# ---- block 1 ----
Block 1, signal wires on met1:
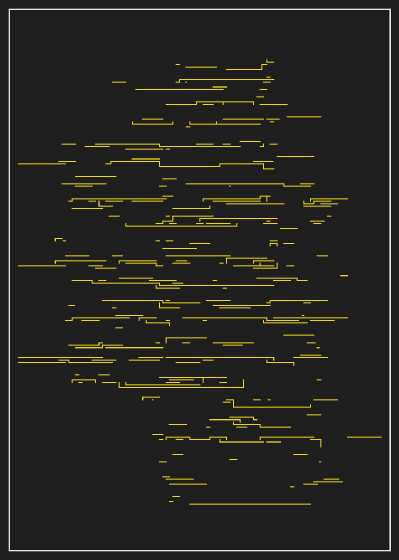

<file path="src/rtl/rx_word_deserializer_if.sv">
// ---------------------------------------------------------------------------
// rx_word_deserializer_if
//   Bundles the serial-in / word-out signals of the UART RX deserializer.
//   master : the side that feeds sampled bits and consumes completed words
//            (sampler + RX FSM, or a testbench).
//   slave  : the deserializer itself.
//   Signals
//     clr          abort the partial word, restart the bit count
//     deser_en     shift sampled_bit in on this edge
//     sampled_bit  serial data bit from the sampler
//     P_DATA       last completed word, held until the next completion
//     data_valid   one-cycle strobe when P_DATA/par_bit update
//     par_bit      parity of P_DATA, held with P_DATA
//     bit_cnt      bits captured in the current partial word
//     busy         high while bit_cnt != 0
// ---------------------------------------------------------------------------
interface rx_word_deserializer_if #(
   parameter int DATA_WIDTH = 8
);
   localparam int CNT_W = $clog2(DATA_WIDTH);

   logic                  clr;
   logic                  deser_en;
   logic                  sampled_bit;
   logic [DATA_WIDTH-1:0] P_DATA;
   logic                  data_valid;
   logic                  par_bit;
   logic [CNT_W-1:0]      bit_cnt;
   logic                  busy;

   modport master (
      output clr, deser_en, sampled_bit,
      input  P_DATA, data_valid, par_bit, bit_cnt, busy
   );

   modport slave (
      input  clr, deser_en, sampled_bit,
      output P_DATA, data_valid, par_bit, bit_cnt, busy
   );
endinterface

</file>
<file path="src/rtl/rx_word_deserializer.sv">
// ---------------------------------------------------------------------------
// rx_word_deserializer
//   Serial-to-parallel converter for the UART receive path. Collects
//   DATA_WIDTH sampled bits (LSB- or MSB-first), then publishes the word on a
//   held register together with its parity bit and a one-cycle valid strobe.
//   Ports
//     clk    system clock, rising edge
//     reset  synchronous, active-high; clears every register
//     bus    rx_word_deserializer_if.slave (clr, deser_en, sampled_bit in;
//            P_DATA, data_valid, par_bit, bit_cnt, busy out)
//   Priority on each edge: reset > clr > deser_en.
// ---------------------------------------------------------------------------
module rx_word_deserializer #(
   parameter int DATA_WIDTH = 8,
   parameter int LSB_FIRST  = 1,
   parameter int PAR_ODD    = 0
) (
   input  logic                    clk,
   input  logic                    reset,
   rx_word_deserializer_if.slave   bus
);
   localparam int   CNT_W   = $clog2(DATA_WIDTH);
   localparam logic PAR_INV = (PAR_ODD != 0);

   logic [DATA_WIDTH-1:0] sh_q, sh_d;
   logic [DATA_WIDTH-1:0] data_q, data_d;
   logic [CNT_W-1:0]      cnt_q, cnt_d;
   logic                  par_q, par_d;
   logic                  valid_q, valid_d;

   logic [DATA_WIDTH-1:0] shifted;
   logic                  last_bit;

   // Shift direction decides where the first received bit ends up once the
   // word is complete: LSB-first shifts right from the top, MSB-first left.
   generate
      if (LSB_FIRST != 0) begin : g_lsb_first
         assign shifted = {bus.sampled_bit, sh_q[DATA_WIDTH-1:1]};
      end else begin : g_msb_first
         assign shifted = {sh_q[DATA_WIDTH-2:0], bus.sampled_bit};
      end
   endgenerate

   assign last_bit = (cnt_q == CNT_W'(DATA_WIDTH - 1));

   always_comb begin
      sh_d    = sh_q;
      cnt_d   = cnt_q;
      data_d  = data_q;
      par_d   = par_q;
      valid_d = 1'b0;
      if (bus.clr) begin
         // Abort: the output word and its parity stay as they were.
         sh_d  = '0;
         cnt_d = '0;
      end else if (bus.deser_en) begin
         sh_d = shifted;
         if (last_bit) begin
            // Publish the word including the bit arriving on this edge.
            data_d  = shifted;
            par_d   = (^shifted) ^ PAR_INV;
            cnt_d   = '0;
            valid_d = 1'b1;
         end else begin
            cnt_d = cnt_q + CNT_W'(1);
         end
      end
   end

   always_ff @(posedge clk) begin
      if (reset) begin
         sh_q    <= '0;
         cnt_q   <= '0;
         data_q  <= '0;
         par_q   <= 1'b0;
         valid_q <= 1'b0;
      end else begin
         sh_q    <= sh_d;
         cnt_q   <= cnt_d;
         data_q  <= data_d;
         par_q   <= par_d;
         valid_q <= valid_d;
      end
   end

   assign bus.P_DATA     = data_q;
   assign bus.par_bit    = par_q;
   assign bus.data_valid = valid_q;
   assign bus.bit_cnt    = cnt_q;
   assign bus.busy       = (cnt_q != '0);
endmodule

</file>
<file path="src/flat_wrapper.sv">
// flat-port wrapper written by rule: the top's interface ports become plain ports
module rx_word_deserializer_flat 
#(
   parameter int DATA_WIDTH = 8,
   parameter int LSB_FIRST  = 1,
   parameter int PAR_ODD    = 0
)
  (clk, reset, bus_clr, bus_deser_en, bus_sampled_bit, bus_P_DATA, bus_data_valid, bus_par_bit, bus_bit_cnt, bus_busy);
  rx_word_deserializer_if #(.DATA_WIDTH(DATA_WIDTH)) bus_i ();
  input  logic clk;
  input  logic reset;
  input wire logic [$bits(bus_i.clr)-1:0] bus_clr;
  input wire logic [$bits(bus_i.deser_en)-1:0] bus_deser_en;
  input wire logic [$bits(bus_i.sampled_bit)-1:0] bus_sampled_bit;
  output wire logic [$bits(bus_i.P_DATA)-1:0] bus_P_DATA;
  output wire logic [$bits(bus_i.data_valid)-1:0] bus_data_valid;
  output wire logic [$bits(bus_i.par_bit)-1:0] bus_par_bit;
  output wire logic [$bits(bus_i.bit_cnt)-1:0] bus_bit_cnt;
  output wire logic [$bits(bus_i.busy)-1:0] bus_busy;
  assign bus_i.clr = bus_clr;
  assign bus_i.deser_en = bus_deser_en;
  assign bus_i.sampled_bit = bus_sampled_bit;
  assign bus_P_DATA = bus_i.P_DATA;
  assign bus_data_valid = bus_i.data_valid;
  assign bus_par_bit = bus_i.par_bit;
  assign bus_bit_cnt = bus_i.bit_cnt;
  assign bus_busy = bus_i.busy;
  rx_word_deserializer #(.DATA_WIDTH(DATA_WIDTH), .LSB_FIRST(LSB_FIRST), .PAR_ODD(PAR_ODD)) u_core (.clk(clk), .reset(reset), .bus(bus_i));
endmodule
</file>
<file path="config.mk">
export PLATFORM = sky130hd
export DESIGN_NAME = rx_word_deserializer_flat
export DESIGN_NICKNAME = d
export VERILOG_FILES = /design/src/rtl/rx_word_deserializer_if.sv /design/src/rtl/rx_word_deserializer.sv /design/src/flat_wrapper.sv
export SDC_FILE = /design/constraint.sdc
export NUM_CORES = 1
export LEC_CHECK = 0
export CELL_PAD_IN_SITES_DETAIL_PLACEMENT = 2
export CELL_PAD_IN_SITES_GLOBAL_PLACEMENT = 2
export CORE_ASPECT_RATIO = 1.5
export CORE_MARGIN = 4
export CORE_UTILIZATION = 28
export CTS_CLUSTER_DIAMETER = 150
export DETAILED_ROUTE_END_ITERATION = 10
export PLACE_DENSITY = 0.86
export SYNTH_ARGS = -nofsm -noshare
export SYNTH_HDL_FRONTEND = slang
export SYNTH_SLANG_ARGS = --single-unit
export TNS_END_PERCENT = 30
</file>
<file path="constraint.sdc">
create_clock -name clk -period 1.6 [get_ports clk]
set_input_delay 0.16 -clock clk [delete_from_list [all_inputs] [get_ports clk]]
set_output_delay 0.16 -clock clk [all_outputs]
set_load 0.05 [all_outputs]
</file>
# ---- block 2 ----
[src/rtl/kch_table_if.sv]
// kch_table_if: bundle of advert, selection and status signals for kch_table.
//   master modport (upstream controller):
//     drives   en_KCH, HB_reset, fCH_ID, fCH_Hops, fCH_QValue, sel_req
//     observes busy, sel_valid, chosenCH, hopsfromCH, chosenQ, kch_count, overflow
//   slave modport (the table itself): the mirror image of master.
interface kch_table_if #(
    parameter int WORD_WIDTH = 16,
    parameter int DEPTH      = 16
) ();
    localparam int IDX_W = $clog2(DEPTH);

    logic                  en_KCH;
    logic                  HB_reset;
    logic [WORD_WIDTH-1:0] fCH_ID;
    logic [WORD_WIDTH-1:0] fCH_Hops;
    logic [WORD_WIDTH-1:0] fCH_QValue;
    logic                  sel_req;
    logic                  busy;
    logic                  sel_valid;
    logic [WORD_WIDTH-1:0] chosenCH;
    logic [WORD_WIDTH-1:0] hopsfromCH;
    logic [WORD_WIDTH-1:0] chosenQ;
    logic [IDX_W:0]        kch_count;
    logic                  overflow;

    modport master (
        output en_KCH, HB_reset, fCH_ID, fCH_Hops, fCH_QValue, sel_req,
        input  busy, sel_valid, chosenCH, hopsfromCH, chosenQ, kch_count, overflow
    );

    modport slave (
        input  en_KCH, HB_reset, fCH_ID, fCH_Hops, fCH_QValue, sel_req,
        output busy, sel_valid, chosenCH, hopsfromCH, chosenQ, kch_count, overflow
    );
endinterface

[src/rtl/kch_table.sv]
// kch_table: cluster-head table. Records cluster-head adverts (ID, hop count,
// Q-value) and, on request, scans the valid entries one per cycle to pick the
// best cluster head (fewest hops, then highest Q, then lowest ID).
//   clk  : sole clock, rising edge
//   nrst : synchronous active-low reset
//   bus  : kch_table_if.slave
//          en_KCH + fCH_*  advert strobe and fields (ID 0 is ignored)
//          HB_reset        heartbeat flush of the table / abort of a selection
//          sel_req         start a selection scan
//          busy, sel_valid scan in progress / one-cycle result strobe
//          chosenCH, hopsfromCH, chosenQ  winning entry (held between selections)
//          kch_count       number of valid entries
//          overflow        sticky flag: an advert was dropped
// Optional feature: define KCH_REPLACE_EN to let an advert replace the
// worst-ranked entry of a full table when it ranks strictly better.
module kch_table #(
    parameter int WORD_WIDTH = 16,
    parameter int DEPTH      = 16
) (
    input logic        clk,
    input logic        nrst,
    kch_table_if.slave bus
);
    localparam int IDX_W = $clog2(DEPTH);
    localparam logic [IDX_W:0] FULL_COUNT = (IDX_W+1)'(DEPTH);
    localparam logic [IDX_W:0] CNT_ONE    = (IDX_W+1)'(1);

    typedef enum logic [1:0] {IDLE, SCAN, DONE} state_t;

    state_t state, next_state;

    logic [DEPTH-1:0]      valid;
    logic [WORD_WIDTH-1:0] ids  [DEPTH];
    logic [WORD_WIDTH-1:0] hops [DEPTH];
    logic [WORD_WIDTH-1:0] qs   [DEPTH];

    logic [IDX_W:0]        count;
    logic                  overflow;
    logic [IDX_W:0]        scan_idx;
    logic [IDX_W-1:0]      scan_ptr;

    logic                  best_found;
    logic [WORD_WIDTH-1:0] best_id, best_hops, best_q;
    logic [WORD_WIDTH-1:0] chosen_id, chosen_hops, chosen_q;

    logic                  fsm_busy, fsm_done;

    logic                  advert_ok;
    logic                  hit;
    logic [IDX_W-1:0]      hit_idx;
    logic                  do_write, do_inc, set_ovf;
    logic [IDX_W-1:0]      wr_idx;

    // True when entry a ranks strictly better than entry b.
    function automatic logic ranks_better(
        input logic [WORD_WIDTH-1:0] h_a, q_a, id_a,
        input logic [WORD_WIDTH-1:0] h_b, q_b, id_b
    );
        if (h_a != h_b) return h_a < h_b;
        if (q_a != q_b) return q_a > q_b;
        return id_a < id_b;
    endfunction

    assign scan_ptr  = scan_idx[IDX_W-1:0];
    assign advert_ok = bus.en_KCH && (state == IDLE) && (bus.fCH_ID != '0);

    // Look for an existing entry with the advertised ID.
    always_comb begin
        hit     = 1'b0;
        hit_idx = '0;
        for (int i = 0; i < DEPTH; i++) begin
            if (!hit && valid[i] && (ids[i] == bus.fCH_ID)) begin
                hit     = 1'b1;
                hit_idx = IDX_W'(i);
            end
        end
    end

`ifdef KCH_REPLACE_EN
    logic [IDX_W-1:0] worst_idx;

    // Worst-ranked entry; only consulted when the table is full, so every
    // slot is valid. "Not better than" lets equal ranks move to the higher index.
    always_comb begin
        worst_idx = '0;
        for (int i = 1; i < DEPTH; i++) begin
            if (!ranks_better(hops[i], qs[i], ids[i],
                              hops[worst_idx], qs[worst_idx], ids[worst_idx])) begin
                worst_idx = IDX_W'(i);
            end
        end
    end
`endif

    // Decide what an advert does: refresh, append, replace or drop.
    always_comb begin
        do_write = 1'b0;
        do_inc   = 1'b0;
        set_ovf  = 1'b0;
        wr_idx   = '0;
        if (advert_ok) begin
            if (hit) begin
                do_write = 1'b1;
                wr_idx   = hit_idx;
            end else if (count != FULL_COUNT) begin
                do_write = 1'b1;
                do_inc   = 1'b1;
                wr_idx   = count[IDX_W-1:0];
            end else begin
`ifdef KCH_REPLACE_EN
                if (ranks_better(bus.fCH_Hops, bus.fCH_QValue, bus.fCH_ID,
                                 hops[worst_idx], qs[worst_idx], ids[worst_idx])) begin
                    do_write = 1'b1;
                    wr_idx   = worst_idx;
                end else begin
                    set_ovf = 1'b1;
                end
`else
                set_ovf = 1'b1;
`endif
            end
        end
    end

    always_ff @(posedge clk) begin
        if (!nrst) begin
            state <= IDLE;
        end else begin
            state <= next_state;
        end
    end

    // SCAN runs kch_count+1 cycles: one per entry plus a final cycle that
    // publishes the winner, giving a sel_req to sel_valid latency of count+2.
    always_comb begin
        next_state = state;
        fsm_busy   = 1'b0;
        fsm_done   = 1'b0;
        case (state)
            IDLE: begin
                if (bus.sel_req) next_state = SCAN;
            end
            SCAN: begin
                fsm_busy = 1'b1;
                if (scan_idx >= count) next_state = DONE;
            end
            DONE: begin
                fsm_busy   = 1'b1;
                fsm_done   = 1'b1;
                next_state = IDLE;
            end
            default: next_state = IDLE;
        endcase
        if (bus.HB_reset) next_state = IDLE;
    end

    // Table contents, counters and the running best of a scan. The heartbeat
    // clear shares the reset path so it wins over any simultaneous request.
    always_ff @(posedge clk) begin
        if (!nrst || bus.HB_reset) begin
            valid       <= '0;
            count       <= '0;
            overflow    <= 1'b0;
            scan_idx    <= '0;
            best_found  <= 1'b0;
            best_id     <= '0;
            best_hops   <= '1;
            best_q      <= '0;
            chosen_id   <= '0;
            chosen_hops <= '1;
            chosen_q    <= '0;
        end else begin
            if (do_write) begin
                valid[wr_idx] <= 1'b1;
                ids[wr_idx]   <= bus.fCH_ID;
                hops[wr_idx]  <= bus.fCH_Hops;
                qs[wr_idx]    <= bus.fCH_QValue;
            end
            if (do_inc)  count    <= count + CNT_ONE;
            if (set_ovf) overflow <= 1'b1;

            case (state)
                IDLE: begin
                    if (bus.sel_req) begin
                        scan_idx   <= '0;
                        best_found <= 1'b0;
                        best_id    <= '0;
                        best_hops  <= '1;
                        best_q     <= '0;
                    end
                end
                SCAN: begin
                    if (scan_idx < count) begin
                        if (!best_found ||
                            ranks_better(hops[scan_ptr], qs[scan_ptr], ids[scan_ptr],
                                         best_hops, best_q, best_id)) begin
                            best_id   <= ids[scan_ptr];
                            best_hops <= hops[scan_ptr];
                            best_q    <= qs[scan_ptr];
                        end
                        best_found <= 1'b1;
                        scan_idx   <= scan_idx + CNT_ONE;
                    end else begin
                        chosen_id   <= best_id;
                        chosen_hops <= best_hops;
                        chosen_q    <= best_q;
                    end
                end
                default: ;
            endcase
        end
    end

    assign bus.busy       = fsm_busy;
    assign bus.sel_valid  = fsm_done;
    assign bus.chosenCH   = chosen_id;
    assign bus.hopsfromCH = chosen_hops;
    assign bus.chosenQ    = chosen_q;
    assign bus.kch_count  = count;
    assign bus.overflow   = overflow;
endmodule

[src/flat_wrapper.sv]
// flat-port wrapper written by rule: the top's interface ports become plain ports
module kch_table_flat 
#(
    parameter int WORD_WIDTH = 16,
    parameter int DEPTH      = 16
)
  (clk, nrst, bus_en_KCH, bus_HB_reset, bus_fCH_ID, bus_fCH_Hops, bus_fCH_QValue, bus_sel_req, bus_busy, bus_sel_valid, bus_chosenCH, bus_hopsfromCH, bus_chosenQ, bus_kch_count, bus_overflow);
  kch_table_if #(.WORD_WIDTH(WORD_WIDTH), .DEPTH(DEPTH)) bus_i ();
  input logic clk;
  input logic nrst;
  input wire logic [$bits(bus_i.en_KCH)-1:0] bus_en_KCH;
  input wire logic [$bits(bus_i.HB_reset)-1:0] bus_HB_reset;
  input wire logic [$bits(bus_i.fCH_ID)-1:0] bus_fCH_ID;
  input wire logic [$bits(bus_i.fCH_Hops)-1:0] bus_fCH_Hops;
  input wire logic [$bits(bus_i.fCH_QValue)-1:0] bus_fCH_QValue;
  input wire logic [$bits(bus_i.sel_req)-1:0] bus_sel_req;
  output wire logic [$bits(bus_i.busy)-1:0] bus_busy;
  output wire logic [$bits(bus_i.sel_valid)-1:0] bus_sel_valid;
  output wire logic [$bits(bus_i.chosenCH)-1:0] bus_chosenCH;
  output wire logic [$bits(bus_i.hopsfromCH)-1:0] bus_hopsfromCH;
  output wire logic [$bits(bus_i.chosenQ)-1:0] bus_chosenQ;
  output wire logic [$bits(bus_i.kch_count)-1:0] bus_kch_count;
  output wire logic [$bits(bus_i.overflow)-1:0] bus_overflow;
  assign bus_i.en_KCH = bus_en_KCH;
  assign bus_i.HB_reset = bus_HB_reset;
  assign bus_i.fCH_ID = bus_fCH_ID;
  assign bus_i.fCH_Hops = bus_fCH_Hops;
  assign bus_i.fCH_QValue = bus_fCH_QValue;
  assign bus_i.sel_req = bus_sel_req;
  assign bus_busy = bus_i.busy;
  assign bus_sel_valid = bus_i.sel_valid;
  assign bus_chosenCH = bus_i.chosenCH;
  assign bus_hopsfromCH = bus_i.hopsfromCH;
  assign bus_chosenQ = bus_i.chosenQ;
  assign bus_kch_count = bus_i.kch_count;
  assign bus_overflow = bus_i.overflow;
  kch_table #(.WORD_WIDTH(WORD_WIDTH), .DEPTH(DEPTH)) u_core (.clk(clk), .nrst(nrst), .bus(bus_i));
endmodule
[config.mk]
export PLATFORM = sky130hd
export DESIGN_NAME = kch_table_flat
export DESIGN_NICKNAME = d
export VERILOG_FILES = /design/src/rtl/kch_table_if.sv /design/src/rtl/kch_table.sv /design/src/flat_wrapper.sv
export SDC_FILE = /design/constraint.sdc
export NUM_CORES = 1
export LEC_CHECK = 0
export ABC_AREA = 1
export CORE_UTILIZATION = 45
export DETAILED_ROUTE_END_ITERATION = 16
export SLEW_MARGIN = 20
export SYNTH_ARGS = -nofsm -noshare
export SYNTH_HDL_FRONTEND = slang
export SYNTH_SLANG_ARGS = --single-unit
[constraint.sdc]
create_clock -name clk -period 8 [get_ports clk]
set_input_delay 0.8 -clock clk [delete_from_list [all_inputs] [get_ports clk]]
set_output_delay 0.8 -clock clk [all_outputs]
set_load 0.01 [all_outputs]
# ---- block 3 ----
File: config.mk
export PLATFORM = sky130hd
export DESIGN_NAME = parity_frame
export DESIGN_NICKNAME = d
export VERILOG_FILES = /design/src/rtl/parity_frame.sv
export SDC_FILE = /design/constraint.sdc
export NUM_CORES = 1
export LEC_CHECK = 0
export CORE_UTILIZATION = 51
export DETAILED_ROUTE_END_ITERATION = 12
export PLACE_DENSITY = 0.83
export SLEW_MARGIN = 0
export SYNTH_ARGS = -nofsm -noshare
export SYNTH_HDL_FRONTEND = slang
export SYNTH_SLANG_ARGS = --single-unit
File: constraint.sdc
create_clock -name clk -period 6.4 [get_ports clk]
set_input_delay 0.64 -clock clk [delete_from_list [all_inputs] [get_ports clk]]
set_output_delay 0.64 -clock clk [all_outputs]
set_load 0.01 [all_outputs]
File: src/rtl/parity_frame.sv
// Frame parity generator/checker: XORs FRAME_LEN words, compares against chk_in, counts errors.
// Result valid the cycle after the last accepted word; held in HOLD until out_ready, input stalled.
module parity_frame #(
  parameter int WIDTH     = 8,
  parameter int FRAME_LEN = 4
) (
  input  logic             clk,
  input  logic             reset,
  input  logic             odd_mode,
  input  logic             in_valid,
  output logic             in_ready,
  input  logic [WIDTH-1:0] data_in,
  input  logic             chk_in,
  output logic             out_valid,
  input  logic             out_ready,
  output logic             parity_out,
  output logic             error,
  output logic [7:0]       err_count
);

  localparam int CW = (FRAME_LEN < 1) ? 1 : $clog2(FRAME_LEN + 1);
  localparam logic [CW-1:0] LAST_CNT = CW'(FRAME_LEN - 1);

  typedef enum logic [1:0] {IDLE, ACCUM, HOLD} state_t;

  state_t        state_q, state_d;
  logic          acc_q, acc_d;
  logic [CW-1:0] count_q, count_d;
  logic          mode_q, mode_d;
  logic          parity_q, parity_d;
  logic          error_q, error_d;
  logic [7:0]    err_cnt_q, err_cnt_d;

  logic word_par;
  logic acc_nxt;
  logic mode_nxt;
  logic frame_par;
  logic last_word;

  assign word_par = ^data_in;

  always_comb begin
    state_d   = state_q;
    acc_d     = acc_q;
    count_d   = count_q;
    mode_d    = mode_q;
    parity_d  = parity_q;
    error_d   = error_q;
    err_cnt_d = err_cnt_q;
    acc_nxt   = acc_q ^ word_par;
    mode_nxt  = mode_q;
    last_word = 1'b0;

    case (state_q)
      IDLE: begin
        acc_nxt  = word_par;
        mode_nxt = odd_mode;
        if (in_valid) begin
          acc_d   = acc_nxt;
          mode_d  = mode_nxt;
          count_d = CW'(1);
          state_d = ACCUM;
          last_word = (FRAME_LEN == 1);
        end
      end
      ACCUM: begin
        if (in_valid) begin
          acc_d   = acc_nxt;
          count_d = count_q + CW'(1);
          last_word = (count_q == LAST_CNT);
        end
      end
      HOLD: begin
        if (out_ready) state_d = IDLE;
      end
      default: state_d = IDLE;
    endcase

    // The frame result is latched on the same edge that accepts the last word.
    frame_par = acc_nxt ^ mode_nxt;
    if (last_word) begin
      count_d  = '0;
      state_d  = HOLD;
      parity_d = frame_par;
      error_d  = (chk_in != frame_par);
      if ((chk_in != frame_par) && (err_cnt_q != 8'hFF))
        err_cnt_d = err_cnt_q + 8'd1;
    end
  end

  always_ff @(posedge clk) begin
    if (reset) begin
      state_q   <= IDLE;
      acc_q     <= 1'b0;
      count_q   <= '0;
      mode_q    <= 1'b0;
      parity_q  <= 1'b0;
      error_q   <= 1'b0;
      err_cnt_q <= 8'd0;
    end else begin
      state_q   <= state_d;
      acc_q     <= acc_d;
      count_q   <= count_d;
      mode_q    <= mode_d;
      parity_q  <= parity_d;
      error_q   <= error_d;
      err_cnt_q <= err_cnt_d;
    end
  end

  assign in_ready   = (state_q != HOLD);
  assign out_valid  = (state_q == HOLD);
  assign parity_out = parity_q;
  assign error      = error_q;
  assign err_count  = err_cnt_q;

endmodule

Block 1, cells colored by class:
Fill, decap, tap and diode cells in gray.
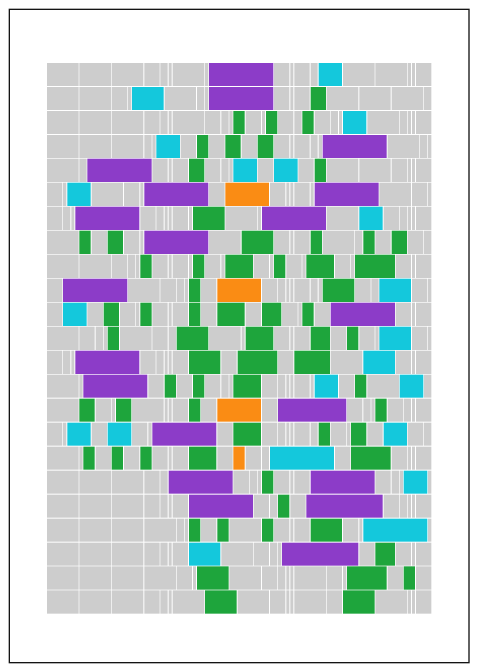
legend:
  flip-flops:
    color: purple
    cells: 20
    share_of_their_area: 39%
  other buffers and delay cells:
    color: cyan
    cells: 21
    share_of_their_area: 19%
  all other logic:
    color: green
    cells: 66
    share_of_their_area: 38%
  clock drivers and dummy loads:
    color: orange
    cells: 4
    share_of_their_area: 4.3%
Seq/total area: 37.29%
Layout Utilization: 40.14%
Core Rows: 23
core area: 2734 um^2

Notes on 'signal wires on met1' of block 1 above:
share of all routed wire: 41%
wire length on this layer: 860 um
main direction: horizontal
longest straight run: 17.0 um
nets with wire on the layer: 102
Vias: 667
global routing usage on met1: 14.04%
detailed-route wire length: 2.123 mm

==> Slide: Implementation Results, block 1 <==
Synthesis and Place & Route Summary

Run status
  – Status: finished clean

Synth
  – Fa+ha+maj area frac: 4.622%
  – Synth top area share: 49.31%
  – Top FF cell, synth: dfxtp_1
  – AO/OA Area Share: 7.088%

Global route
  – GRT overflow: 0
  – First-pass GRT wire length: 3.553 mm

Setup path
  – Crit Reg-Reg Endpoint: u_core.bus.P_DATA[0]$_SDFFE_PP0P_
  – Startpoint Class: flip-flop
  – Max incr delay on CP: 0.79 ns

Layout
  – Logic Gate Count: 63
  – FILL cells: 331
  – Top class by area: registers

Timing
  – Cycle use final: 94.46%

Flow run
  – Count of tool warnings: 27

Clocking
  – CTS tree: built

Pwr
  – Comb power frac: 8.1%
## block 1: timing repair
item | in CTS | in global routing
gates resized | 1 | 0
endpoints found under the setup margin | 1 | 1
buffers inserted | 0 | 1
pin swaps | 0 | 1
## block 1: per-layer routing
metal	part of all wire [%]	wire [um]	global-route usage, %
met1	41	860	14.04
met2	55	1169	23.36
met5	0	0	0
met3	3.2	68	1.403
met4	1.2	25	5.248
## block 1: registers in the layout (all words and copies together) (netlist names)
signal	count
u_core.bus.data_valid	1
u_core.bus.bit_cnt	3
u_core.bus.par_bit	1
u_core.bus.P_DATA	8
u_core.sh_q	7
Block 3, metal 3:
Bar = 10 um.
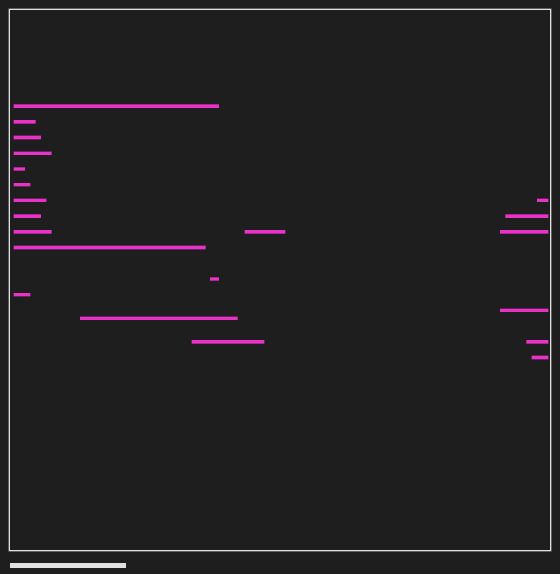
longest straight run: 17.5 um
share of all routed wire: 4.5%
wire length on this layer: 88.5 um
Vias: 923
detailed-route wire length: 1.971 mm
GR met3 Demand/Resource: 4.231%

Block 3, clock routing:
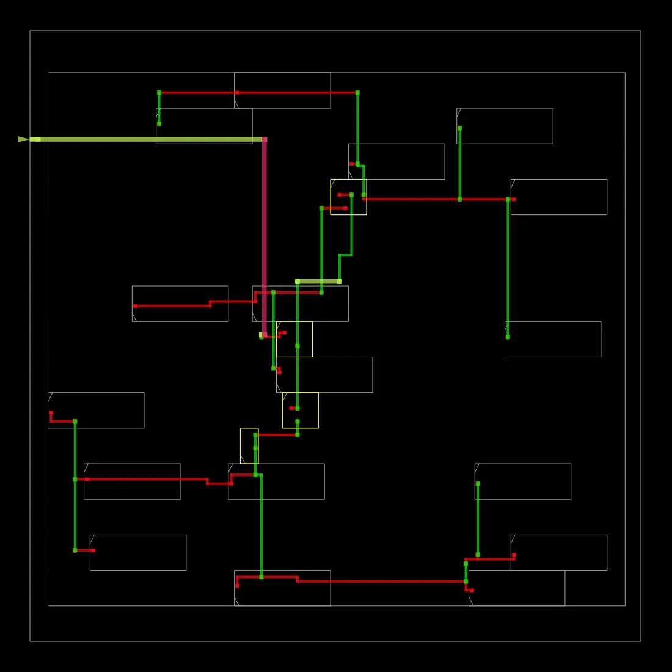
Insertion Delay late pin: 0.28 ns
cts bufs inserted: 3
skew final: 0.0009301 ns
CLK BUF: 4
Flops: 17

==> Slide: Implementation Results, block 3 <==
Synthesis and Place & Route Summary

Synth
  – Cell Area, Synth: 1021 um^2
  – Syn Area/Cell: 8.580 um^2
  – YS chip area: 1021 um^2
  – Synth mux share: 11.52%

Global route
  – Gr usage total: 20.62%

Layout
  – Antenna cells: 0
  – FILL cells: 156
  – Top class by area: logic gates
  – Layout Utilization: 72.92%
  – Comb area: 650.6 um^2
  – ClkCell Share: 2.000%
  – Combinational share of cell area: 49.52%
  – Design area: 1314 um^2

Timing
  – Setup_tns: 0 ns

Clocking
  – CTS max path bufs: 2
  – Htree depth: 1
  – Post-CTS Repair Setup Buffers: 0

Setup path
  – Startpoint Class: input port
  – Worst setup startpoint: data_in[6]
  – Reg2reg path depth: 7
  – Buf+Inv Stages, Crit Path: 1

Flow run
  – Max capacitance violation total: 0

Detailed routing
  – Met2 WL: 1.023 mm
  – WL per Instance: 11.66 um
  – DR iter-0 viols: 4

Run status
  – Status: finished clean

Placement
  – DP Worst Slack: 3.505 ns

Die
  – Top-level I/O count: 26
block 3: worst reg2reg max path: stages, from the launching register on:
cell and delay (ns):
dfxtp_1 0.36, ha_1 0.15, ha_1 0.21, nand4b_1 0.29, a41o_1 0.32, or3_4 0.34
a21boi_0 0.18, mux2_2 0.34
block 3: where the power goes:
part	total (mW)	switching, mW	internal, mW
clock network	0.0568	0.0326	0.0242
registers	0.112	0.00333	0.109
logic	0.0602	0.0286	0.0316
block 3: sequential cells by signal, summed over array words and instances, names as in the netlist:
register,flops
err_count,8
count_q,3
state_q,2
acc_q,1
error,1
mode_q,1
parity_out,1
Block 2, clock routing:
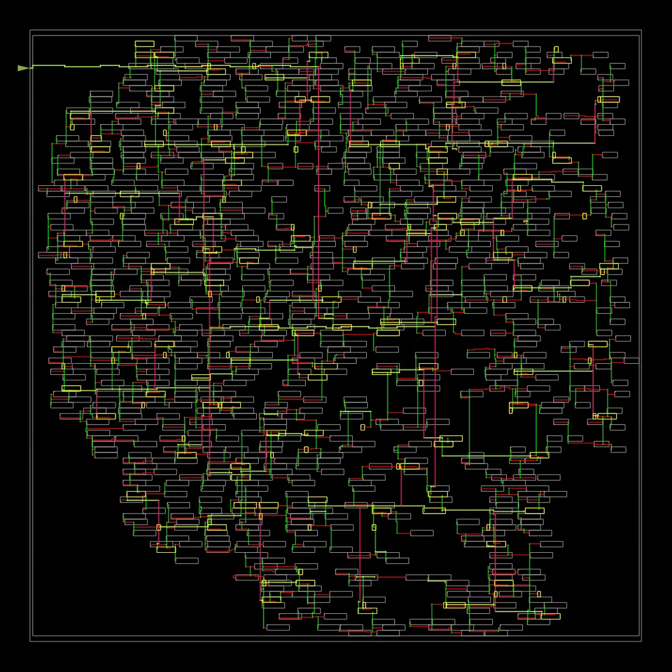
cts bufs inserted: 95
Flops: 898
CLK BUF: 137
P_clk: 4.26 mW

==> Slide: Implementation Results, block 2 <==
Synthesis and Place & Route Summary

Run status
  – Status: finished clean

Synth
  – Dominant comb cell: AND-OR/OR-AND gates
  – Synth top area share: 58.02%
  – Top-count cell post-synth: edfxtp_1
  – Yosys xor share: 1.234%
  – Nets at Floorplan: 3787
  – Ys cells: 3675

Layout
  – Layout Utilization: 51.58%
  – Area Overhead vs Synth: 13.12%
  – Layout cells sized above 1: 7.652%

Placement
  – DP Worst Slack: 2.155 ns
  – Gpl congestion: 0.9918

Die
  – Top-level I/O count: 109
  – Core Rows: 108

Detailed routing
  – Detailed-route wire length: 126.0 mm

Flow run
  – Count of tool warnings: 38

Global route
  – Busiest grt layer: met2

Setup path
  – Startpoint Class: flip-flop
  – Worst EP arrival: 6.04 ns
  – Crit-path max FO: 140
  – Crit-path cells: inv_8 -> buf_4 -> o21ai_0 -> o221ai_1 -> o211ai_1 -> nand2_1 -> ha_1 -> nand2_1 -> inv_1 -> nand3_1 -> nor3_1 -> nand4_1 -> or2_2 -> nand2_1 -> nand2_1 -> nand2_1 -> nand2_1 -> nand2_2 -> buf_4 -> nand2_1 -> a21oi_1
  – Crit-path slowest cell: dfxtp_4

Clocking
  – CTS tree: built

Timing
  – RSZ-0062 raised after global routing: no
  – Cycle use final: 68.25%
  – Actual slew at the worst max-slew pin: 1.041 ns

Pwr
  – P_seq: 5.12 mW
  – Clock power frac: 43.0%
## block 2: path summary, 6_finish.rpt
check                                                       to  slack (ns)                            from  cells past startpoint
worst max register to register  u_core.best_id[5]$_SDFFE_PP0P_        2.54                       flip-flop                     21
worst min-delay path            u_core.best_id[6]$_SDFFE_PP0P_        0.46  u_core.best_id[6]$_SDFFE_PP0P_                      2
worst max-delay path            u_core.best_id[5]$_SDFFE_PP0P_        2.54                       flip-flop                     21
worst min register to register  u_core.best_id[6]$_SDFFE_PP0P_        0.46  u_core.best_id[6]$_SDFFE_PP0P_                      2

==> gallery <==
Wiring heat map.
panel A
Bar = 10 um. The die is cut into 9 by 9 equal tiles; dark blue is low, red is high, scaled to the fullest tile. Values are wire area over tile area, all layers added.
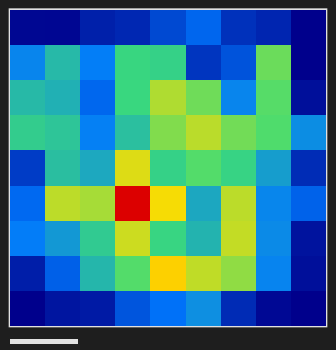
panel B
Bar = 20 um. The die is cut into 10 by 15 equal tiles; dark blue is low, red is high, scaled to the fullest tile. Values are wire area over tile area, all layers added.
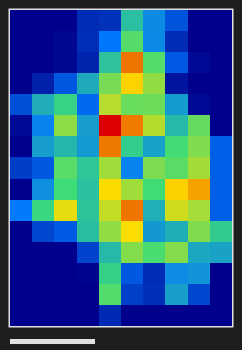
panel C
Bar = 100 um. The die is cut into 30 by 30 equal tiles; dark blue is low, red is high, scaled to the fullest tile. Values are wire area over tile area, all layers added.
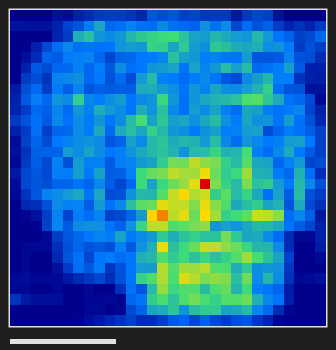
The one with the smallest die is panel A.
| from | picture |
|---|---|
| block 1 | panel B |
| block 3 | panel A |
| block 2 | panel C |

Key to panel C:
tiles over half the peak: 11%
densest ninth of the die: center
mean over tiles: 0.24


# ---- block 4 ----
Block 4, clock routing:
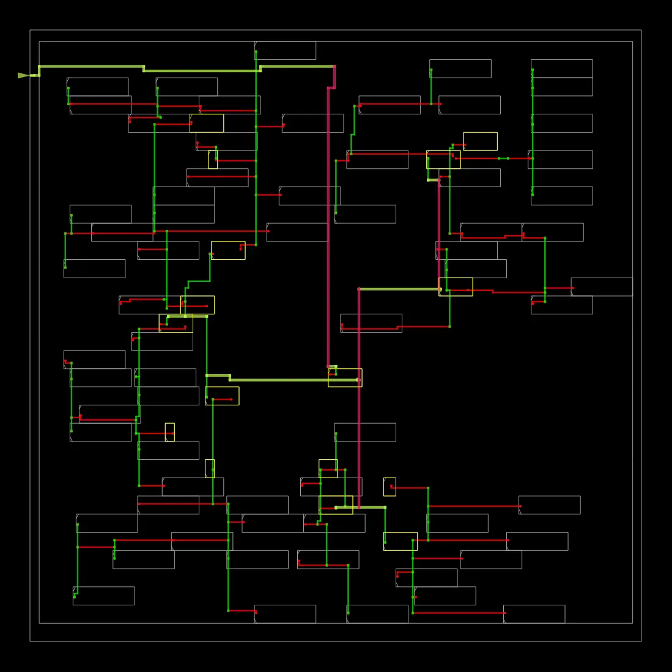

===== src/rtl/qspi_pkg.sv =====
// rtl/qspi_pkg.sv - shared states, opcodes and counter widths for the QSPI SRAM controller
package qspi_pkg;

  typedef enum logic [2:0] {
    S_IDLE,
    S_CMD,
    S_ADDR,
    S_DATA_W,
    S_DUMMY,
    S_DATA_R,
    S_GAP
  } state_t;

  localparam logic [7:0] OP_WRITE  = 8'h38;
  localparam logic [7:0] OP_READ   = 8'hEB;

  localparam int CNT_W     = 5;
  localparam int CMD_BITS  = 8;
  localparam int ADDR_NIBS = 6;
  localparam int DATA_NIBS = 2;

  // States in which chip select is low and sck runs.
  function automatic logic is_active(input state_t s);
    return (s == S_CMD) || (s == S_ADDR) || (s == S_DATA_W) ||
           (s == S_DUMMY) || (s == S_DATA_R);
  endfunction

endpackage


===== src/rtl/qspi_sram_ctrl.sv =====
// rtl/qspi_sram_ctrl.sv - byte-wide request port to 1S-4S-4S QSPI SRAM master, sck = clk/2
// QSPI_SRAM_CTRL_SEQ_EN enables sequential-address continuation without releasing ss_n.
module qspi_sram_ctrl
  import qspi_pkg::*;
#(
  parameter int         DUMMY_CYCLES = 4,
  parameter logic [7:0] CMD_WRITE    = OP_WRITE,
  parameter logic [7:0] CMD_READ     = OP_READ
) (
  input  logic        clk,
  input  logic        rst_n,
  input  logic        req_valid,
  output logic        req_ready,
  input  logic        req_write,
  input  logic [23:0] req_addr,
  input  logic [7:0]  req_wdata,
  output logic        rsp_valid,
  output logic [7:0]  rsp_rdata,
  output logic        sck,
  output logic        ss_n,
  output logic [3:0]  sio_out,
  output logic [3:0]  sio_oe,
  input  logic [3:0]  sio_in
);

  localparam logic [CNT_W-1:0] LAST_CMD   = CNT_W'(CMD_BITS - 1);
  localparam logic [CNT_W-1:0] LAST_ADDR  = CNT_W'(ADDR_NIBS - 1);
  localparam logic [CNT_W-1:0] LAST_DATA  = CNT_W'(DATA_NIBS - 1);
  localparam logic [CNT_W-1:0] LAST_DUMMY = CNT_W'(DUMMY_CYCLES - 1);

  state_t           r_state, w_nxt_state;
  logic [CNT_W-1:0] r_cnt, w_nxt_cnt, w_cnt_inc;
  logic             r_sck, r_ss_n, r_write, r_rsp_valid;
  logic [23:0]      r_addr;
  logic [7:0]       r_wdata, r_rbuf, r_rdata;
  logic [3:0]       r_sio_out, r_sio_oe;
  logic             w_accept, w_done, w_fall, w_seq_hit, w_write_nxt;
  logic [7:0]       w_wdata_nxt, w_cmd;
  logic [3:0]       w_out, w_oe;

  assign w_fall    = r_sck;
  assign w_cnt_inc = r_cnt + 5'd1;

`ifdef QSPI_SRAM_CTRL_SEQ_EN
  assign w_seq_hit = req_valid && (req_write == r_write) && (req_addr == r_addr + 24'd1);
`else
  assign w_seq_hit = 1'b0;
`endif

  always_comb begin
    w_nxt_state = r_state;
    w_nxt_cnt   = r_cnt;
    w_accept    = 1'b0;
    w_done      = 1'b0;
    case (r_state)
      S_IDLE: begin
        if (req_valid) begin
          w_accept    = 1'b1;
          w_nxt_state = S_CMD;
          w_nxt_cnt   = '0;
        end
      end
      S_CMD: begin
        if (w_fall) begin
          if (r_cnt == LAST_CMD) begin
            w_nxt_state = S_ADDR;
            w_nxt_cnt   = '0;
          end else begin
            w_nxt_cnt = w_cnt_inc;
          end
        end
      end
      S_ADDR: begin
        if (w_fall) begin
          if (r_cnt == LAST_ADDR) begin
            w_nxt_cnt = '0;
            if (r_write)
              w_nxt_state = S_DATA_W;
            else if (DUMMY_CYCLES == 0)
              w_nxt_state = S_DATA_R;
            else
              w_nxt_state = S_DUMMY;
          end else begin
            w_nxt_cnt = w_cnt_inc;
          end
        end
      end
      S_DUMMY: begin
        if (w_fall) begin
          if (r_cnt == LAST_DUMMY) begin
            w_nxt_state = S_DATA_R;
            w_nxt_cnt   = '0;
          end else begin
            w_nxt_cnt = w_cnt_inc;
          end
        end
      end
      S_DATA_W, S_DATA_R: begin
        if (w_fall) begin
          if (r_cnt == LAST_DATA) begin
            w_done    = 1'b1;
            w_nxt_cnt = '0;
            // A matching follow-on request keeps ss_n low and relies on SRAM auto-increment.
            if (w_seq_hit)
              w_accept = 1'b1;
            else
              w_nxt_state = S_GAP;
          end else begin
            w_nxt_cnt = w_cnt_inc;
          end
        end
      end
      S_GAP: begin
        if (r_cnt == 5'd1) begin
          w_nxt_state = S_IDLE;
          w_nxt_cnt   = '0;
        end else begin
          w_nxt_cnt = w_cnt_inc;
        end
      end
      default: begin
        w_nxt_state = S_IDLE;
        w_nxt_cnt   = '0;
      end
    endcase
  end

  assign w_write_nxt = w_accept ? req_write : r_write;
  assign w_wdata_nxt = w_accept ? req_wdata : r_wdata;
  assign w_cmd       = w_write_nxt ? CMD_WRITE : CMD_READ;

  // Pad values are derived from the next state so they register on the sck falling edge.
  always_comb begin
    w_out = 4'b0000;
    w_oe  = 4'b0000;
    case (w_nxt_state)
      S_CMD: begin
        w_out = {3'b000, w_cmd[3'd7 - w_nxt_cnt[2:0]]};
        w_oe  = 4'b0001;
      end
      S_ADDR: begin
        w_oe = 4'b1111;
        case (w_nxt_cnt[2:0])
          3'd0:    w_out = r_addr[23:20];
          3'd1:    w_out = r_addr[19:16];
          3'd2:    w_out = r_addr[15:12];
          3'd3:    w_out = r_addr[11:8];
          3'd4:    w_out = r_addr[7:4];
          3'd5:    w_out = r_addr[3:0];
          default: w_out = 4'b0000;
        endcase
      end
      S_DATA_W: begin
        w_out = w_nxt_cnt[0] ? w_wdata_nxt[3:0] : w_wdata_nxt[7:4];
        w_oe  = 4'b1111;
      end
      default: begin
        w_out = 4'b0000;
        w_oe  = 4'b0000;
      end
    endcase
  end

  always_ff @(posedge clk or negedge rst_n) begin
    if (!rst_n) begin
      r_state     <= S_IDLE;
      r_cnt       <= '0;
      r_sck       <= 1'b0;
      r_ss_n      <= 1'b1;
      r_write     <= 1'b0;
      r_addr      <= '0;
      r_wdata     <= '0;
      r_rbuf      <= '0;
      r_rdata     <= '0;
      r_rsp_valid <= 1'b0;
      r_sio_out   <= '0;
      r_sio_oe    <= '0;
    end else begin
      r_state     <= w_nxt_state;
      r_cnt       <= w_nxt_cnt;
      r_sck       <= is_active(r_state) ? ~r_sck : 1'b0;
      r_ss_n      <= ~is_active(w_nxt_state);
      r_rsp_valid <= w_done;
      r_sio_out   <= w_out;
      r_sio_oe    <= w_oe;
      if (w_accept) begin
        r_write <= req_write;
        r_addr  <= req_addr;
        r_wdata <= req_wdata;
      end
      if (r_state == S_DATA_R && !r_sck)
        r_rbuf <= {r_rbuf[3:0], sio_in};
      if (w_done && !r_write)
        r_rdata <= r_rbuf;
    end
  end

  assign req_ready = (r_state == S_IDLE) | w_accept;
  assign rsp_valid = r_rsp_valid;
  assign rsp_rdata = r_rdata;
  assign sck       = r_sck;
  assign ss_n      = r_ss_n;
  assign sio_out   = r_sio_out;
  assign sio_oe    = r_sio_oe;

endmodule


===== config.mk =====
export PLATFORM = sky130hd
export DESIGN_NAME = qspi_sram_ctrl
export DESIGN_NICKNAME = d
export VERILOG_FILES = /design/src/rtl/qspi_pkg.sv /design/src/rtl/qspi_sram_ctrl.sv
export SDC_FILE = /design/constraint.sdc
export NUM_CORES = 1
export LEC_CHECK = 0
export CAP_MARGIN = 20
export CELL_PAD_IN_SITES_DETAIL_PLACEMENT = 0
export CELL_PAD_IN_SITES_GLOBAL_PLACEMENT = 1
export CORE_UTILIZATION = 42
export DETAILED_ROUTE_END_ITERATION = 7
export GPL_ROUTABILITY_DRIVEN = 0
export HOLD_SLACK_MARGIN = 0.15
export PLACE_DENSITY_LB_ADDON = 0.1
export SLEW_MARGIN = 10
export SYNTH_ARGS = -nofsm -noshare
export SYNTH_HDL_FRONTEND = slang
export SYNTH_SLANG_ARGS = --single-unit

===== constraint.sdc =====
create_clock -name clk -period 3 [get_ports clk]
set_input_delay 0.6 -clock clk [delete_from_list [all_inputs] [get_ports clk]]
set_output_delay 0.6 -clock clk [all_outputs]
set_load 0.05 [all_outputs]

# ---- block 5 ----
**src/rtl/bram_host_pkg.sv**
```systemverilog
// Shared types and sizing helpers for the BRAM host sequencer.
package bram_host_pkg;

    localparam int BramDataWidth = 64;
    localparam int MaskWidth     = BramDataWidth / 8;
    localparam int DefRespDepth  = 4;
    localparam int CntWidth      = $clog2(DefRespDepth + 1);

    // One buffered response: write acks carry zero data.
    typedef struct packed {
        logic                     write;
        logic [BramDataWidth-1:0] rdata;
    } bram_host_resp_t;

    // Occupancy counter width able to represent 0..depth inclusive.
    function automatic int cnt_width(input int depth);
        return $clog2(depth + 1);
    endfunction

endpackage

```
**src/rtl/bram_host_resp_fifo.sv**
```systemverilog
// First-word fall-through response buffer with occupancy count for credit logic.
module bram_host_resp_fifo
    import bram_host_pkg::*;
#(
    parameter  int Width    = 65,
    parameter  int Depth    = 4,
    localparam int PtrWidth = (Depth > 1) ? $clog2(Depth) : 1,
    localparam int CntW     = cnt_width(Depth)
) (
    input  logic             clk,
    input  logic             rst,
    input  logic             push,
    input  logic [Width-1:0] push_data,
    input  logic             pop,
    output logic [Width-1:0] pop_data,
    output logic             not_empty,
    output logic [CntW-1:0]  count
);

    localparam logic [PtrWidth-1:0] LastIdx = PtrWidth'(Depth - 1);

    logic [Width-1:0]    mem [Depth];
    logic [PtrWidth-1:0] wr_ptr;
    logic [PtrWidth-1:0] rd_ptr;

    // Pointers wrap at Depth so non-power-of-two depths work too.
    function automatic logic [PtrWidth-1:0] next_ptr(input logic [PtrWidth-1:0] p);
        return (p == LastIdx) ? '0 : p + PtrWidth'(1);
    endfunction

    // Storage and pointer/occupancy update; storage is cleared so outputs read zero after reset.
    always_ff @(posedge clk or posedge rst) begin
        if (rst) begin
            wr_ptr <= '0;
            rd_ptr <= '0;
            count  <= '0;
            for (int i = 0; i < Depth; i++) begin
                mem[i] <= '0;
            end
        end else begin
            if (push) begin
                mem[wr_ptr] <= push_data;
                wr_ptr      <= next_ptr(wr_ptr);
            end
            if (pop) begin
                rd_ptr <= next_ptr(rd_ptr);
            end
            case ({push, pop})
                2'b10:   count <= count + CntW'(1);
                2'b01:   count <= count - CntW'(1);
                default: count <= count;
            endcase
        end
    end

    assign pop_data  = mem[rd_ptr];
    assign not_empty = (count != '0);

    pop_when_empty: assert property (@(posedge clk) disable iff (rst) !(pop && count == '0));
    push_when_full: assert property (@(posedge clk) disable iff (rst)
                                     !(push && !pop && count == CntW'(Depth)));

endmodule

```
**src/rtl/bram_host_seq.sv**
```systemverilog
// Host side of the single-cycle BRAM register port: credit-gated command issue,
// one-cycle read capture and an in-order response buffer.
module bram_host_seq
    import bram_host_pkg::*;
#(
    parameter  int DataWidth     = BramDataWidth,
    parameter  int BramAddrWidth = 8,
    parameter  int RespDepth     = DefRespDepth,
    localparam int MaskW         = DataWidth / 8,
    localparam int CntW          = cnt_width(RespDepth)
) (
    input  logic                     clk_i,
    input  logic                     rst_i,
    input  logic                     cmd_valid_i,
    output logic                     cmd_ready_o,
    input  logic                     cmd_write_i,
    input  logic [BramAddrWidth-1:0] cmd_addr_i,
    input  logic [DataWidth-1:0]     cmd_wdata_i,
    input  logic [MaskW-1:0]         cmd_wmask_i,
    output logic                     resp_valid_o,
    input  logic                     resp_ready_i,
    output logic                     resp_write_o,
    output logic [DataWidth-1:0]     resp_rdata_o,
    output logic                     bram_en_o,
    output logic                     bram_we_o,
    output logic [MaskW-1:0]         bram_wmask_o,
    output logic [BramAddrWidth-1:0] bram_addr_o,
    output logic [DataWidth-1:0]     bram_wdata_o,
    input  logic [DataWidth-1:0]     bram_rdata_i
);

    logic             fire;
    logic             pending;
    logic             pending_write;
    logic             pop;
    logic             not_empty;
    logic [CntW-1:0]  count;
    logic [CntW:0]    used;
    logic [DataWidth:0] push_data;
    logic [DataWidth:0] pop_data;

    // A credit is held from fire until the response leaves the buffer; pops only
    // return credit through the registered count, so ready never depends on resp_ready_i.
    assign used        = {1'b0, count} + (CntW + 1)'(pending);
    assign cmd_ready_o = !rst_i && (used < (CntW + 1)'(RespDepth));
    assign fire        = cmd_valid_i && cmd_ready_o;

    // Device strobe is driven straight from the accepted command; idle port is all zeros.
    always_comb begin
        bram_en_o    = 1'b0;
        bram_we_o    = 1'b0;
        bram_wmask_o = '0;
        bram_addr_o  = '0;
        bram_wdata_o = '0;
        if (fire) begin
            bram_en_o    = 1'b1;
            bram_we_o    = cmd_write_i;
            bram_wmask_o = cmd_write_i ? cmd_wmask_i : '0;
            bram_addr_o  = cmd_addr_i;
            bram_wdata_o = cmd_wdata_i;
        end
    end

    // Remember that an access is in flight so its result is captured next cycle.
    always_ff @(posedge clk_i or posedge rst_i) begin
        if (rst_i) begin
            pending       <= 1'b0;
            pending_write <= 1'b0;
        end else begin
            pending <= fire;
            if (fire) begin
                pending_write <= cmd_write_i;
            end
        end
    end

    assign push_data = {pending_write, pending_write ? {DataWidth{1'b0}} : bram_rdata_i};
    assign pop       = resp_valid_o && resp_ready_i;

    bram_host_resp_fifo #(
        .Width (DataWidth + 1),
        .Depth (RespDepth)
    ) u_resp_fifo (
        .clk       (clk_i),
        .rst       (rst_i),
        .push      (pending),
        .push_data (push_data),
        .pop       (pop),
        .pop_data  (pop_data),
        .not_empty (not_empty),
        .count     (count)
    );

    assign resp_valid_o = not_empty;
    assign resp_write_o = pop_data[DataWidth];
    assign resp_rdata_o = pop_data[DataWidth-1:0];

endmodule

```
**config.mk**
```make
export PLATFORM = sky130hd
export DESIGN_NAME = bram_host_seq
export DESIGN_NICKNAME = d
export VERILOG_FILES = /design/src/rtl/bram_host_pkg.sv /design/src/rtl/bram_host_resp_fifo.sv /design/src/rtl/bram_host_seq.sv
export SDC_FILE = /design/constraint.sdc
export NUM_CORES = 1
export LEC_CHECK = 0
export CAP_MARGIN = 20
export CORE_MARGIN = 2
export CORE_UTILIZATION = 40
export DETAILED_ROUTE_END_ITERATION = 7
export PLACE_DENSITY = 0.66
export SYNTH_ARGS = -nofsm -noshare
export SYNTH_HDL_FRONTEND = slang
export SYNTH_HIERARCHICAL = 1
export SYNTH_SLANG_ARGS = --single-unit
```
**constraint.sdc**
```tcl
create_clock -name clk_i -period 14.7 [get_ports clk_i]
set_input_delay 2.94 -clock clk_i [delete_from_list [all_inputs] [get_ports clk_i]]
set_output_delay 2.94 -clock clk_i [all_outputs]
set_load 0.02 [all_outputs]
```
Block 4, metal 3:
Bar = 20 um.
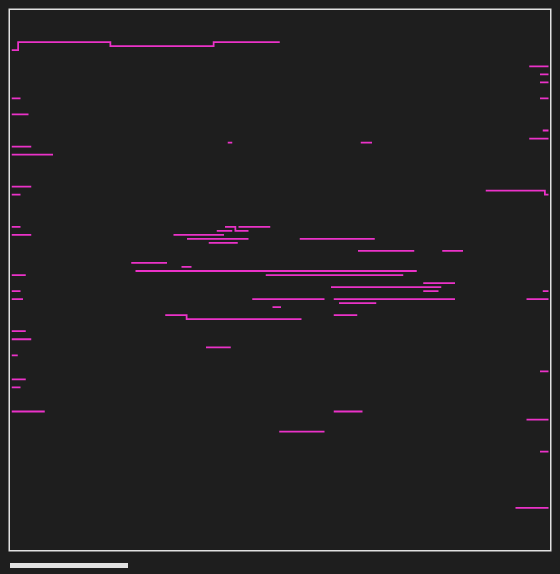
wire length on this layer: 372 um
main direction: horizontal
share of all routed wire: 4.8%
nets with wire on the layer: 49
Vias: 2582
GR met3 Demand/Resource: 3.518%
detailed-route wire length: 7.760 mm

Block 4, wiring heat map:
Bar = 20 um. The die is cut into 18 by 18 equal tiles; dark blue is low, red is high, scaled to the fullest tile. Values are wire area over tile area, all layers added.
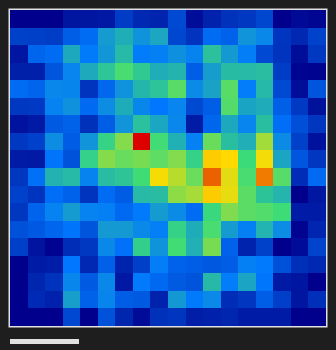
densest ninth of the die: center
nearly empty tiles: 6.5%
mean over tiles: 0.15
gr usage total: 20.08%
WL per Instance: 16.23 um

Notes on 'clock routing' of block 4 above:
Flops: 66
Insertion Delay late pin: 0.33 ns
CLK BUF: 14
P_clk: 0.672 mW

==> Slide: Implementation Results, block 4 <==
Synthesis and Place & Route Summary

Synth
  – Top cells by count: 65 x dfrtp_1, 54 x mux2_2, 12 x nor2_1, 12 x o21ai_0, 10 x nand2_1
  – Cell Area, Synth: 3362 um^2
  – Top FF cell, synth: dfrtp_1
  – EDFF count, synth: 0
  – Synth cell types: 62
  – Simple Share, Synth: 12.24%
  – YS chip area: 3362 um^2

Layout
  – Area Overhead vs Synth: 33.09%
  – Layout Utilization: 57.90%
  – Invs w/o clock: 8
  – Comb area: 1618 um^2
  – Combinational share of cell area: 36.16%
  – Most frequent cells in the layout: 65 x dfrtp_1, 58 x clkdlybuf4s50_1, 54 x mux2_2

Setup path
  – Buf+Inv Stages, Crit Path: 2
  – Crit path to: sio_out[0]$_DFF_PN0_
  – R2R Setup Slk: 0.15 ns
  – Reg-to-reg startpoint: r_cnt[1]$_DFF_PN0_
  – Crit path max-delay family: AND-OR/OR-AND gates

Global route
  – Largest net degree at the start of global routing: 38

Die
  – Core area: 7727 um^2
  – Die width: 91.47 um

Timing
  – Cycle use final: 95.06%
  – Final hold vios: 0
  – Max_slew headroom: 51.08%

Pwr
  – Leak Pwr: 1.912 nW
  – Psw: 1.938 mW
  – Clock power frac: 14.1%
  – P per Cell Area: 1064 nW/um^2

Flow run
  – Count of tool warnings: 27

Run status
  – Status: finished clean
==> block 4: sequential cells by signal (all words and copies together) (netlist names) <==
signal and flops:
r_addr 24, r_rbuf 8, r_wdata 8, rsp_rdata 8
r_cnt 5, sio_out 4, r_state 3, sio_oe 2
r_write 1, rsp_valid 1, sck 1, ss_n 1
==> block 4: per-layer routing <==
metal	share of wire (%)	GRT usage (%)	wire, um
met5	0	0	0
met4	1.7	7.937	129
met3	4.8	3.518	371
met2	46	30.64	3543
met1	48	28.28	3716
Block 5, cells colored by class:
Fill, decap, tap and diode cells in gray.
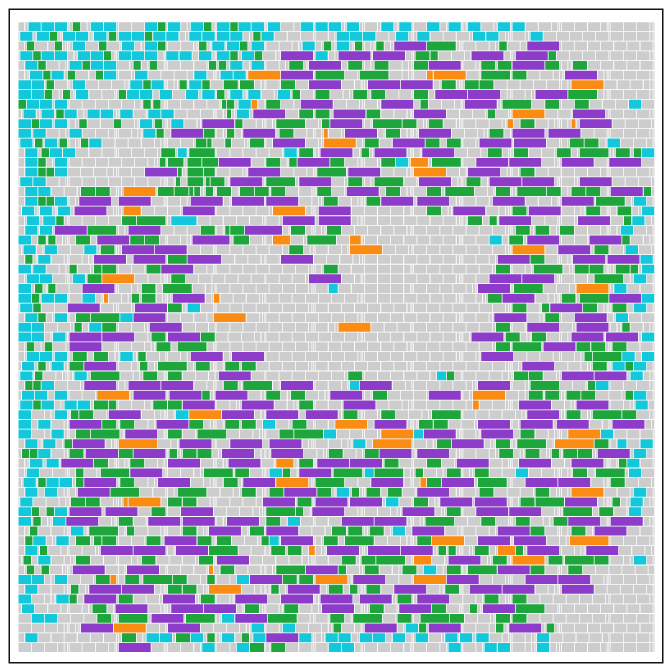
legend:
  all other logic:
    color: green
    cells: 505
    share_of_their_area: 34%
  flip-flops:
    color: purple
    cells: 269
    share_of_their_area: 41%
  other buffers and delay cells:
    color: cyan
    cells: 306
    share_of_their_area: 19%
  clock drivers and dummy loads:
    color: orange
    cells: 53
    share_of_their_area: 6.1%
Seq/total area: 39.89%
design area: 16900 um^2

Block 5, signal wires on met1:
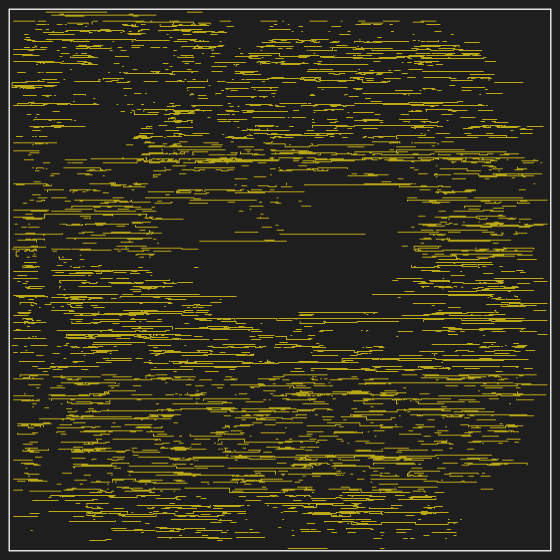
nets with wire on the layer: 1126
wire length on this layer: 12900 um
share of all routed wire: 42%
detailed-route wire length: 30.43 mm
global routing usage on met1: 23.48%
Vias: 7829

==> Slide: Implementation Results, block 5 <==
Synthesis and Place & Route Summary

Die
  – TAP cells: 402

Run status
  – Status: finished clean

Global route
  – First-pass GRT wire length: 47.87 mm

Layout
  – ClkCell Share: 5.894%
  – Logic Gate Count: 500

Setup path
  – Crit-path cells: clkdlybuf4s50_1 -> nor2_1 -> and3_4 -> and3_1 -> clkdlybuf4s50_1
  – Buf+Inv Stages, Crit Path: 2
  – Worst Path Required: 11.76 ns

Timing
  – Final Slew Violations: 0
  – Max_slew headroom: 28.08%
  – Skew final: 0.01237 ns

Clocking
  – Clk sink count: 269
  – Root Buffer: clkbuf_16
  – Cts repair resizes: 0

Synth
  – Cell Area, Synth: 12790 um^2
==> block 5: kinds of logic (layout without fill, tap and decap cells) <==
| kind of cell | count (synthesis) | after routing |
|---|---|---|
| buffers and inverters | 63 | 364 |
| XOR/XNOR | 3 | 3 |
| flip-flops | 269 | 269 |
| AND/OR/NAND/NOR | 159 | 159 |
| multiplexers | 329 | 329 |
| AND-OR/OR-AND | 2 | 2 |
| adder cells (fa/ha/maj) | 7 | 7 |


==> notes/layouts.md <==
Pictures saved along the way, in no particular order.

Cells colored by class.
Fill, decap, tap and diode cells in gray.
shot_01.png
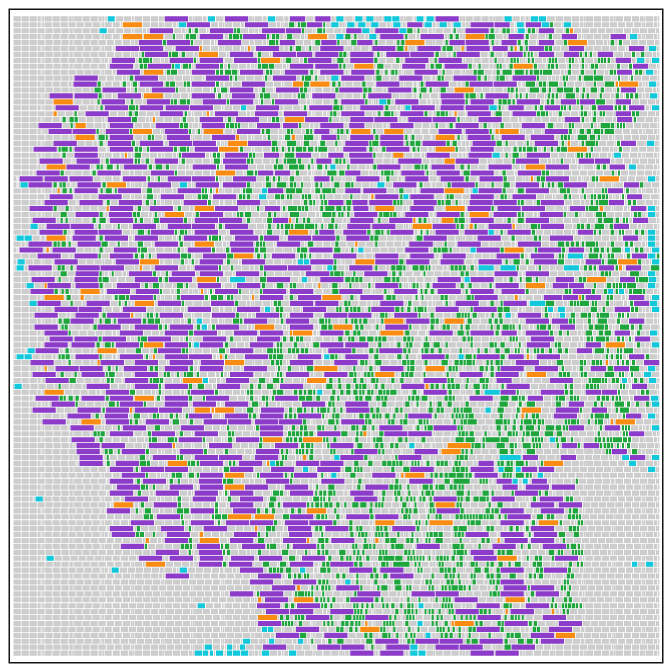
shot_02.png
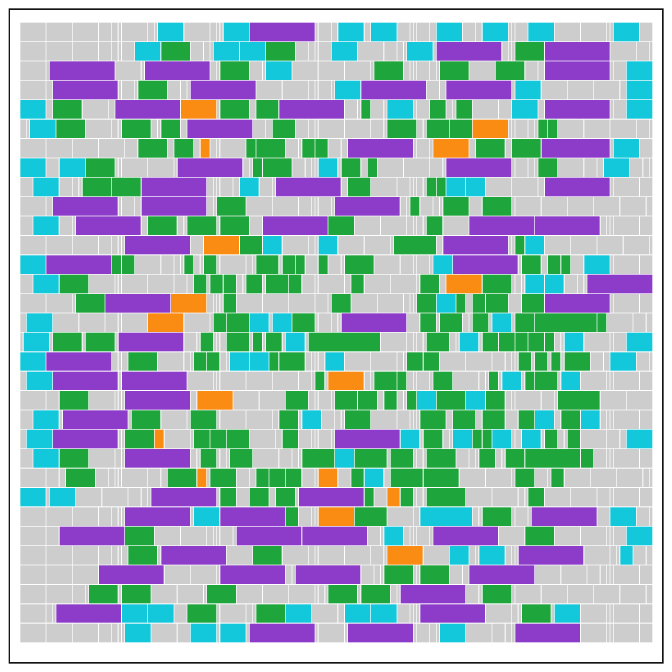
shot_03.png
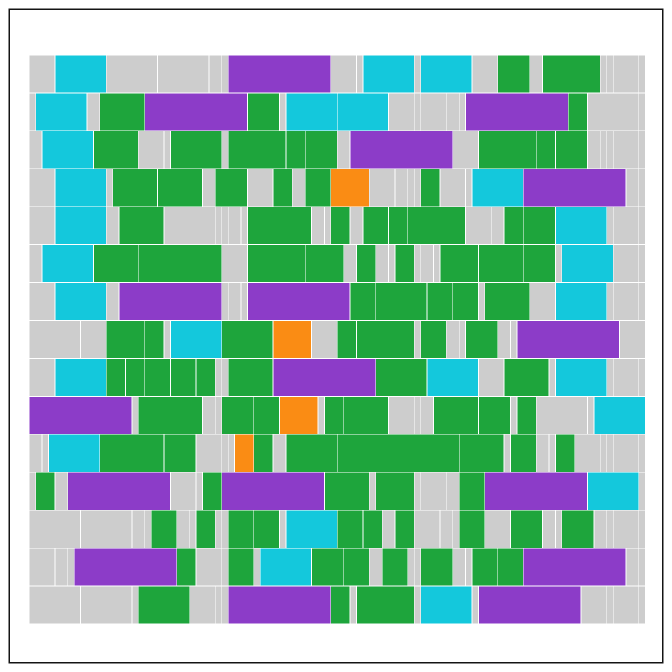
| picture | from |
|---|---|
| shot_02.png | block 4 |
| shot_01.png | block 2 |
| shot_03.png | block 3 |
Of these, fewest sequential cells: shot_03.png

Key to shot_01.png:
legend:
  clock drivers and dummy loads:
    color: orange
    cells: 177
    share_of_their_area: 6.9%
  flip-flops:
    color: purple
    cells: 898
    share_of_their_area: 59%
  all other logic:
    color: green
    cells: 2543
    share_of_their_area: 30%
  other buffers and delay cells:
    color: cyan
    cells: 172
    share_of_their_area: 3.8%

Power figures rest on the tool's default switching activity, not on a simulated workload.
